######## bitlet_acc_ctrl ########
### Floorplan with the power grid, bitlet_acc_ctrl

Scale bar: 100 um. Pins as bars on the die edge.
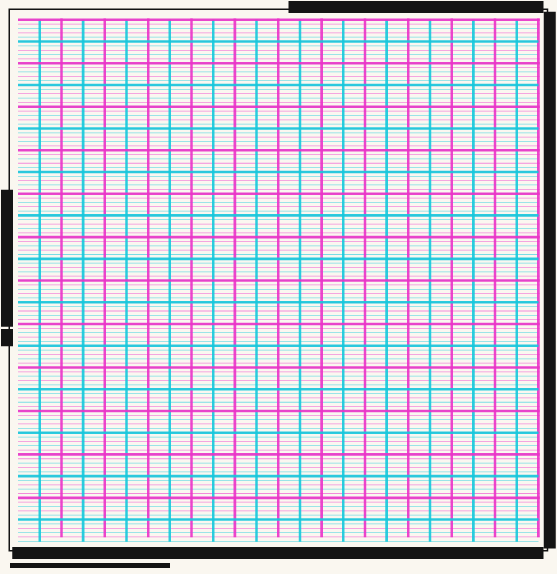

## src/rtl/bitlet_acc_ctrl.sv

```systemverilog
// ---------------------------------------------------------------------------
// bitlet_acc_ctrl
//   Job-level sequencer for the Bitlet 24-channel shift-accumulator.
//   Takes a job descriptor (vector count). Clears the accumulator with a
//   one-cycle flush. Streams the job's activation vectors into the
//   accumulator. Waits until every accumulation burst has reported back,
//   then presents the final sum on a valid/ready result port.
//
// Ports
//   clk, rst_n          clock, asynchronous active-low reset
//   job_vld/job_rdy     job descriptor handshake; job_len = vectors in job
//   vec_vld/vec_rdy     input vector handshake; vec_data = N_CH x WID_FIX
//   acc_flush           one-cycle accumulator clear
//   acc_in_vld/_vec     vector stream into the accumulator
//   acc_out_vld/acc_out accumulator burst-done pulse and running sum
//   res_vld/res_rdy     result handshake; res_data = final job sum
//   busy                controller is not idle
// ---------------------------------------------------------------------------
module bitlet_acc_ctrl #(
    parameter int N_CH    = 24,
    parameter int WID_FIX = 16,
    parameter int WID_ACC = 32,
    parameter int LEN_W   = 8
) (
    input  logic                    clk,
    input  logic                    rst_n,
    input  logic                    job_vld,
    output logic                    job_rdy,
    input  logic [LEN_W-1:0]        job_len,
    input  logic                    vec_vld,
    output logic                    vec_rdy,
    input  logic [N_CH*WID_FIX-1:0] vec_data,
    output logic                    acc_flush,
    output logic                    acc_in_vld,
    output logic [N_CH*WID_FIX-1:0] acc_in_vec,
    input  logic                    acc_out_vld,
    input  logic [WID_ACC-1:0]      acc_out,
    output logic                    res_vld,
    input  logic                    res_rdy,
    output logic [WID_ACC-1:0]      res_data,
    output logic                    busy
);

    localparam logic [2:0] ST_IDLE   = 3'd0;
    localparam logic [2:0] ST_FLUSH  = 3'd1;
    localparam logic [2:0] ST_STREAM = 3'd2;
    localparam logic [2:0] ST_DRAIN  = 3'd3;
    localparam logic [2:0] ST_HOLD   = 3'd4;

    localparam logic [LEN_W-1:0] ONE = LEN_W'(1);

    logic [2:0]         state;
    logic [LEN_W-1:0]   len_q;
    logic [LEN_W-1:0]   vec_cnt;
    logic [LEN_W-1:0]   burst_cnt;
    logic [LEN_W-1:0]   done_cnt;
    logic               prev_vld;   // acc_in_vld of the previous cycle
    logic [WID_ACC-1:0] res_q;

    logic burst_start;
    logic last_vec;
    logic final_pulse;

    // Outputs are pure decodes of state so nothing glitches between jobs.
    assign job_rdy    = (state == ST_IDLE);
    assign vec_rdy    = (state == ST_STREAM);
    assign acc_flush  = (state == ST_FLUSH);
    assign res_vld    = (state == ST_HOLD);
    assign busy       = (state != ST_IDLE);
    assign acc_in_vld = vec_rdy & vec_vld;
    assign acc_in_vec = vec_data;
    assign res_data   = res_q;

    // A rising edge of acc_in_vld opens a new accumulator burst; the
    // accumulator answers each burst with exactly one acc_out_vld.
    assign burst_start = acc_in_vld & ~prev_vld;
    assign last_vec    = (vec_cnt == len_q - ONE);
    // The final burst has been counted by the time we reach DRAIN, so the
    // pulse that brings done_cnt up to burst_cnt carries the full job sum.
    assign final_pulse = (done_cnt + ONE == burst_cnt);

    always_ff @(posedge clk or negedge rst_n) begin
        if (!rst_n) begin
            state     <= ST_IDLE;
            len_q     <= '0;
            vec_cnt   <= '0;
            burst_cnt <= '0;
            done_cnt  <= '0;
            prev_vld  <= 1'b0;
            res_q     <= '0;
        end else begin
            case (state)
                ST_IDLE: begin
                    if (job_vld) begin
                        len_q <= job_len;
                        if (job_len == '0) begin
                            // Empty job: no accumulator traffic, sum is zero.
                            res_q <= '0;
                            state <= ST_HOLD;
                        end else begin
                            state <= ST_FLUSH;
                        end
                    end
                end
                ST_FLUSH: begin
                    vec_cnt   <= '0;
                    burst_cnt <= '0;
                    done_cnt  <= '0;
                    prev_vld  <= 1'b0;
                    state     <= ST_STREAM;
                end
                ST_STREAM: begin
                    prev_vld <= acc_in_vld;
                    if (burst_start)
                        burst_cnt <= burst_cnt + ONE;
                    if (acc_out_vld)
                        done_cnt <= done_cnt + ONE;
                    if (vec_vld) begin
                        vec_cnt <= vec_cnt + ONE;
                        if (last_vec)
                            state <= ST_DRAIN;
                    end
                end
                ST_DRAIN: begin
                    prev_vld <= 1'b0;
                    if (acc_out_vld) begin
                        done_cnt <= done_cnt + ONE;
                        if (final_pulse) begin
                            res_q <= acc_out;
                            state <= ST_HOLD;
                        end
                    end
                end
                ST_HOLD: begin
                    if (res_rdy)
                        state <= ST_IDLE;
                end
                default: state <= ST_IDLE;
            endcase
        end
    end

endmodule

```

## config.mk

```make
export PLATFORM = sky130hd
export DESIGN_NAME = bitlet_acc_ctrl
export DESIGN_NICKNAME = d
export VERILOG_FILES = /design/src/rtl/bitlet_acc_ctrl.sv
export SDC_FILE = /design/constraint.sdc
export NUM_CORES = 1
export LEC_CHECK = 0
export CAP_MARGIN = 20
export CELL_PAD_IN_SITES_DETAIL_PLACEMENT = 1
export CELL_PAD_IN_SITES_GLOBAL_PLACEMENT = 1
export CORE_AREA = 5 5 331 333
export CTS_BUF_LIST = sky130_fd_sc_hd__clkbuf_4 sky130_fd_sc_hd__clkbuf_8
export DETAILED_ROUTE_END_ITERATION = 6
export DIE_AREA = 0 0 336 338
export GPL_TIMING_DRIVEN = 1
export HOLD_SLACK_MARGIN = 0.1
export PLACE_DENSITY = 0.48
export REMOVE_ABC_BUFFERS = 1
export SYNTH_ARGS = -nofsm -noshare
export SYNTH_HDL_FRONTEND = slang
export SYNTH_SLANG_ARGS = --single-unit
```

## constraint.sdc

```tcl
create_clock -name clk -period 3.1 [get_ports clk]
set_clock_uncertainty 0.2 [all_clocks]
set_input_delay 0.465 -clock clk [delete_from_list [all_inputs] [get_ports clk]]
set_output_delay 0.465 -clock clk [all_outputs]
set_load 0.02 [all_outputs]
```

######## stream_group_accum ########
===== config.mk =====
export PLATFORM = sky130hd
export DESIGN_NAME = stream_group_accum
export DESIGN_NICKNAME = d
export VERILOG_FILES = /design/src/rtl/stream_pkg.sv /design/src/rtl/stream_result_reg.sv /design/src/rtl/stream_group_accum.sv
export SDC_FILE = /design/constraint.sdc
export NUM_CORES = 1
export LEC_CHECK = 0
export ABC_CLOCK_PERIOD_IN_PS = 2330
export CAP_MARGIN = 20
export CORE_MARGIN = 2
export CORE_UTILIZATION = 50
export CTS_BUF_LIST = sky130_fd_sc_hd__clkbuf_16
export DETAILED_ROUTE_END_ITERATION = 10
export GPL_TIMING_DRIVEN = 0
export PLACE_DENSITY = 0.81
export SLEW_MARGIN = 10
export SYNTH_ARGS = -nofsm -noshare
export SYNTH_HDL_FRONTEND = slang
export SYNTH_HIERARCHICAL = 1
export SYNTH_SLANG_ARGS = --single-unit

===== constraint.sdc =====
create_clock -name clk -period 2.33 [get_ports clk]
set_input_delay 0.233 -clock clk [delete_from_list [all_inputs] [get_ports clk]]
set_output_delay 0.233 -clock clk [all_outputs]
set_load 0.02 [all_outputs]

===== src/rtl/stream_pkg.sv =====
// rtl/stream_pkg.sv - shared FSM states, count width and saturating adder for stream_group_accum
package stream_pkg;

  typedef enum logic {
    ST_ACCUM = 1'b0,
    ST_HOLD  = 1'b1
  } state_t;

  localparam int CNT_W     = 8;
  localparam int SAT_MAX_W = 32;

  // Returns {sat, sum}: sum clamps to 2^w-1 when a+b does not fit in w bits (w <= SAT_MAX_W).
  function automatic logic [SAT_MAX_W:0] sat_add(input logic [SAT_MAX_W-1:0] a,
                                                 input logic [SAT_MAX_W-1:0] b,
                                                 input int unsigned          w);
    logic [SAT_MAX_W:0] s;
    logic [SAT_MAX_W:0] lim;
    s   = {1'b0, a} + {1'b0, b};
    lim = (SAT_MAX_W+1)'(1) << w;
    if (s >= lim) sat_add = {1'b1, SAT_MAX_W'(lim - 1'b1)};
    else          sat_add = s;
  endfunction

endpackage


===== src/rtl/stream_result_reg.sv =====
// rtl/stream_result_reg.sv - single-entry valid/ready result holding register
module stream_result_reg
  import stream_pkg::*;
#(
  parameter int SW = 16
) (
  input  logic             clk,
  input  logic             rst,
  input  logic             load,
  input  logic [SW-1:0]    ld_sum,
  input  logic [CNT_W-1:0] ld_cnt,
  input  logic             ld_sat,
  input  logic             out_ready,
  output logic [SW-1:0]    out_sum,
  output logic [CNT_W-1:0] out_cnt,
  output logic             out_sat,
  output logic             out_valid
);

  // A load in the same cycle as a consume overwrites the slot and keeps it valid.
  always_ff @(posedge clk or posedge rst) begin
    if (rst) begin
      out_sum   <= '0;
      out_cnt   <= '0;
      out_sat   <= 1'b0;
      out_valid <= 1'b0;
    end else if (load) begin
      out_sum   <= ld_sum;
      out_cnt   <= ld_cnt;
      out_sat   <= ld_sat;
      out_valid <= 1'b1;
    end else if (out_valid && out_ready) begin
      out_valid <= 1'b0;
    end
  end

endmodule


===== src/rtl/stream_group_accum.sv =====
// rtl/stream_group_accum.sv - sums groups of GROUP stream items into result beats
// Optional flush input enabled by STREAM_GROUP_ACCUM_FLUSH_EN.
module stream_group_accum
  import stream_pkg::*;
#(
  parameter int DW    = 6,
  parameter int SW    = 16,
  parameter int GROUP = 4
) (
  input  logic             clk,
  input  logic             rst,
  input  logic [DW-1:0]    in_data,
  input  logic             in_valid,
  output logic             in_ready,
  output logic [SW-1:0]    out_sum,
  output logic [CNT_W-1:0] out_cnt,
  output logic             out_sat,
  output logic             out_valid,
  input  logic             out_ready
`ifdef STREAM_GROUP_ACCUM_FLUSH_EN
  ,
  input  logic             flush
`endif
);

  state_t             state_q, state_d;
  logic [SW-1:0]      acc_q;
  logic [CNT_W-1:0]   cnt_q;
  logic               acc_sat_q;
  logic               accept_in;
  logic [SAT_MAX_W:0] add_r;
  logic [SAT_MAX_W:0] unused_add;
  logic [SW-1:0]      acc_n;
  logic               sat_n;
  logic [CNT_W-1:0]   cnt_inc;
  logic               last_item;
  logic               close_flush;
  logic               load;
  logic [SW-1:0]      ld_sum;
  logic [CNT_W-1:0]   ld_cnt;
  logic               ld_sat;

  assign in_ready  = (state_q == ST_ACCUM) | out_ready;
  assign accept_in = in_valid & in_ready;

  assign add_r      = sat_add(SAT_MAX_W'(acc_q), SAT_MAX_W'(in_data), SW);
  assign unused_add = add_r;
  assign acc_n      = add_r[SW-1:0];
  assign sat_n      = add_r[SAT_MAX_W];
  assign cnt_inc    = cnt_q + 1'b1;
  assign last_item  = accept_in && (cnt_q == CNT_W'(GROUP - 1));

`ifdef STREAM_GROUP_ACCUM_FLUSH_EN
  // Flush is ignored while a result is held; upstream keeps it asserted.
  assign close_flush = flush && (state_q == ST_ACCUM) && ((cnt_q != '0) || accept_in);
`else
  assign close_flush = 1'b0;
`endif

  assign load   = last_item | close_flush;
  assign ld_sum = accept_in ? acc_n : acc_q;
  assign ld_cnt = accept_in ? cnt_inc : cnt_q;
  assign ld_sat = acc_sat_q | (accept_in & sat_n);

  always_ff @(posedge clk or posedge rst) begin
    if (rst) begin
      acc_q     <= '0;
      cnt_q     <= '0;
      acc_sat_q <= 1'b0;
    end else if (load) begin
      acc_q     <= '0;
      cnt_q     <= '0;
      acc_sat_q <= 1'b0;
    end else if (accept_in) begin
      acc_q     <= acc_n;
      cnt_q     <= cnt_inc;
      acc_sat_q <= acc_sat_q | sat_n;
    end
  end

  always_ff @(posedge clk or posedge rst) begin
    if (rst) state_q <= ST_ACCUM;
    else     state_q <= state_d;
  end

  always_comb begin
    state_d = state_q;
    case (state_q)
      ST_ACCUM: if (load) state_d = ST_HOLD;
      ST_HOLD: begin
        if (load)           state_d = ST_HOLD;
        else if (out_ready) state_d = ST_ACCUM;
      end
      default: state_d = ST_ACCUM;
    endcase
  end

  stream_result_reg #(.SW(SW)) u_result (
    .clk       (clk),
    .rst       (rst),
    .load      (load),
    .ld_sum    (ld_sum),
    .ld_cnt    (ld_cnt),
    .ld_sat    (ld_sat),
    .out_ready (out_ready),
    .out_sum   (out_sum),
    .out_cnt   (out_cnt),
    .out_sat   (out_sat),
    .out_valid (out_valid)
  );

endmodule


### Signal wires by layer, stream_group_accum

Scale bar: 20 um. Only two layers are drawn.
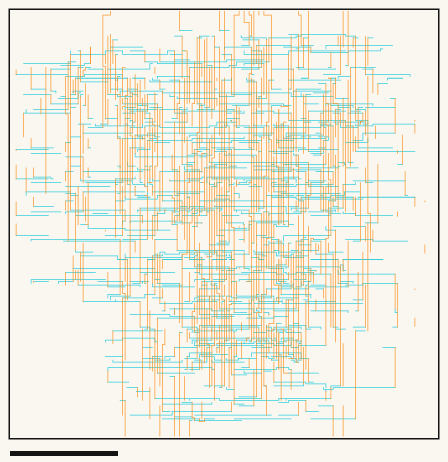
Key: cyan = met1 [wire length 2920 um]; orange = met2 [wire length 3620 um]

### Clock wiring as the flow saved it, stream_group_accum

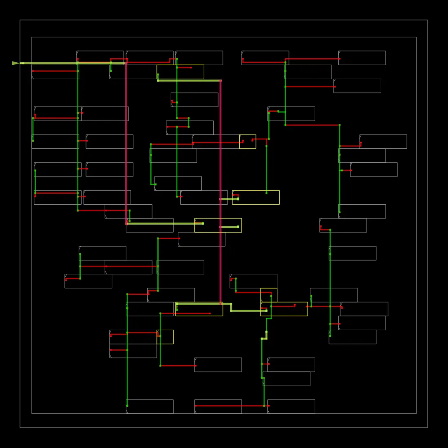
Seq Cell Count: 52
Layout clock buffers: 5
clock sink count: 52
Worst-Skew Late Latency: 0.30 ns
Clock group: 0.763 mW

==> flow_metrics.env, stream_group_accum <==
# physical design summary
export IMPL_cap_violations=0
export IMPL_fillers=382
export IMPL_post_dp_hpwl_mm=4.50
export IMPL_grt_pass1_wl_mm=11.1
export IMPL_drt_iter0_drc=121
export IMPL_hold_viol_final=0
export IMPL_logic_gate_count=174
export IMPL_status="finished clean"
export IMPL_dp_cells=353
export IMPL_routed_wl_mm=7.12
export IMPL_postCtsHoldBufs=0
export IMPL_ys_sh_xor=0.0430
export IMPL_slew_headroom=0.466
export IMPL_taps=72
export IMPL_reg2regPathDepth=8
export IMPL_ios=37
export IMPL_seq_power_mw=1.55
export IMPL_aoi_share=0.164
export IMPL_power_mw=4.75
export IMPL_layout_min_cycle_time_ns=2.32
export IMPL_placeableCoreArea_mm2=0.00551
export IMPL_top_area_frac=0.457
export IMPL_area_growth_pct=32.1
export IMPL_root_buffer="clkbuf_16"
## stream_group_accum: critical path, stage by stage (launching register included)
cell and delay [ns]:
dfrtp_1 0.41, ha_4 0.17, fa_2 0.34, a21o_1 0.22, a221o_1 0.36, buf_6 0.16
a41oi_2 0.20, a31oi_1 0.07, mux2_4 0.27
## stream_group_accum: placed cells by master, fill, tap and decap left out, drive strengths merged, types with 3 or more instances in the layout
| master | n |
|---|---|
| o221a | 3 |
| xor2 | 5 |
| nor2 | 9 |
| inv | 13 |
| clkdlybuf4s50 | 35 |
| and3 | 8 |
| o31a | 4 |
| clkbuf | 5 |
| a21oi | 13 |
| o22a | 3 |
| nor4 | 4 |
| and2 | 5 |
| a211oi | 10 |
| nand4 | 3 |
| a21o | 4 |
| or3 | 3 |
| buf | 20 |
| nor3 | 10 |
| xnor2 | 9 |
| ha | 7 |
| mux2 | 26 |
| a31oi | 11 |
| dfrtp | 52 |
| nand3 | 10 |
| nand2 | 9 |
## stream_group_accum: flip-flops by register name (all words and copies together), names as in the netlist
signal and flops:
acc_sat_q 1, u_result/out_cnt 8, state_q 1, acc_q 16, u_result/out_sat 1, u_result/out_valid 1, u_result/out_sum 16, cnt_q 8
### Clock wiring as the flow saved it, bitlet_acc_ctrl

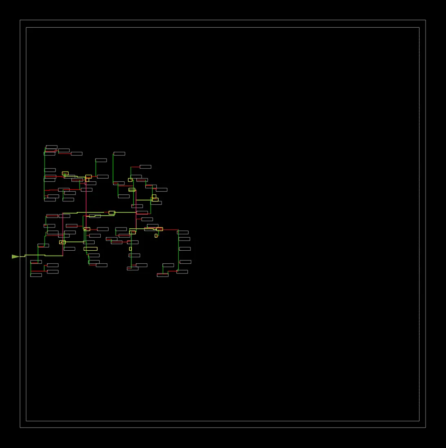
clock sink count: 68
Seq Cell Count: 68

## Picture notes: 'Floorplan with the power grid' of bitlet_acc_ctrl
Key: magenta = VDD; cyan = VSS
852 signal pins sit on the boundary. 121 met1 rails follow the rows.

==> flow_metrics.env, bitlet_acc_ctrl <==
# physical design summary
export IMPL_insertedDiodeCount=2
export IMPL_buf_share=0.150
export IMPL_taps=1403
export IMPL_netSwitchingPower_mw=1.84
export IMPL_mux_share=0.0657
export IMPL_ys_area_mm2=0.00653
export IMPL_min_path_type="flop to flop"
export IMPL_whs_path_depth=2
export IMPL_internal_power_mw=2.56
export IMPL_grt_pass1_wl_mm=185
export IMPL_slowest_stage="clkdlybuf4s50_1"
export IMPL_post_dp_hpwl_mm=171
export IMPL_grt_pass1_vias=4602
export IMPL_leakage_nw=2.16
export IMPL_antenna_found_initial=7
export IMPL_max_stage_delay_ns=0.60
export IMPL_ys_ff=68
export IMPL_setup_tns_ns=0
export IMPL_layout_top_cell="clkdlybuf4s50_1"
export IMPL_status="finished clean"
export IMPL_hold_viol_final=0
export IMPL_yosys_top_cells_count="buf_4, dfrtp_1, nand2_1"
export IMPL_ios=852
-- bitlet_acc_ctrl: state kept, by name, summed over array words and instances (netlist names) --
name	cells
burst_cnt	8
len_q	8
res_data	32
prev_vld	1
vec_cnt	8
state	3
done_cnt	8
-- bitlet_acc_ctrl: how the worst max path moves through the flow --
stage | from | slack, ns | end
global placement | vec_vld | 0.51 | burst_cnt[5]$_DFFE_PN0P_
floorplan | done_cnt[0]$_DFFE_PN0P_ | 0.004 | res_data[0]$_DFFE_PN0P_
global route | done_cnt[0]$_DFFE_PN0P_ | 0.30 | res_data[30]$_DFFE_PN0P_
detailed placement | done_cnt[0]$_DFFE_PN0P_ | 0.42 | res_data[30]$_DFFE_PN0P_
finish | state[1]$_DFFE_PN0P_ | 0.37 | job_rdy
CTS | state[1]$_DFFE_PN0P_ | 0.35 | job_rdy
-- bitlet_acc_ctrl: through the flow --
| step | cell area, um^2 | setup slack, ns |
|---|---|---|
| 2_1_floorplan | 3480 | 0.00360 |
| 3_3_place_gp | 6200 | 0.508 |
| 3_5_place_dp | 6200 | 0.422 |
| 5_1_grt | 6400 | 0.299 |
| 4_1_cts | 6400 | 0.349 |
| 6_report | 6400 | 0.374 |


==> screenshots <==
M2 wires.
image #1
Scale bar: 100 um.
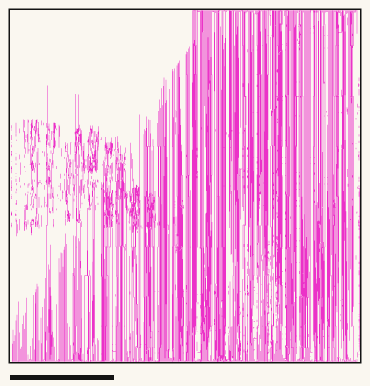
image #2
Scale bar: 20 um.
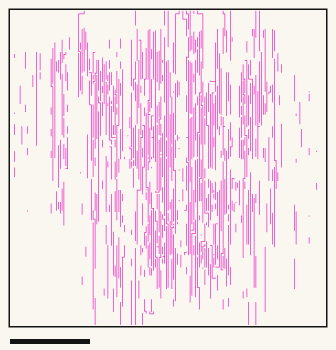
- bitlet_acc_ctrl = image #1
- stream_group_accum = image #2
Of these, largest die: image #1


==> notes/layouts.md <==
Pictures saved along the way, in no particular order.

The metal 3 layer.
(a)
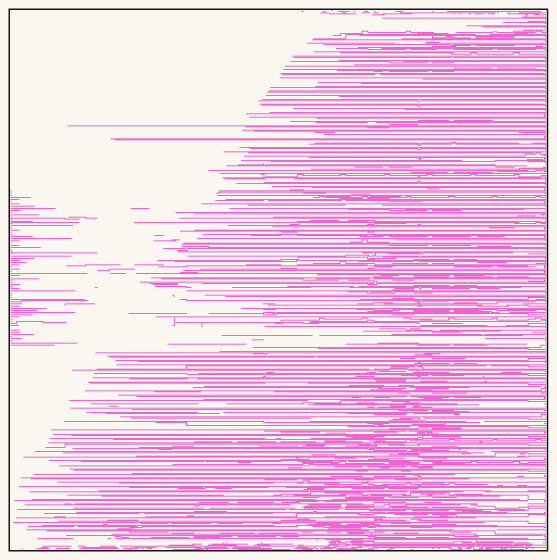
(b)
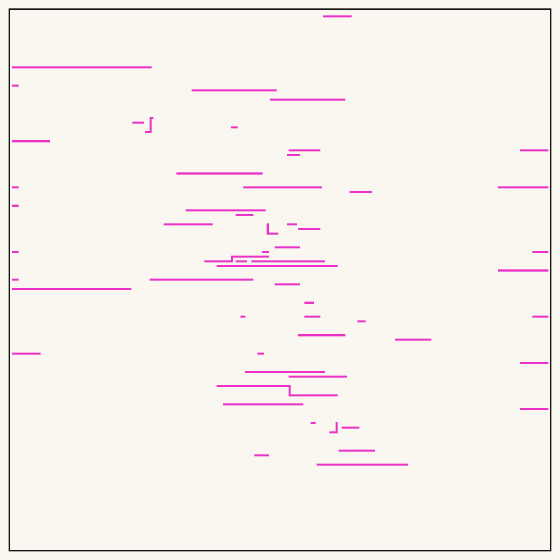
(a) is bitlet_acc_ctrl.
(b) is stream_group_accum.

Power figures rest on the tool's default switching activity, not on a simulated workload.
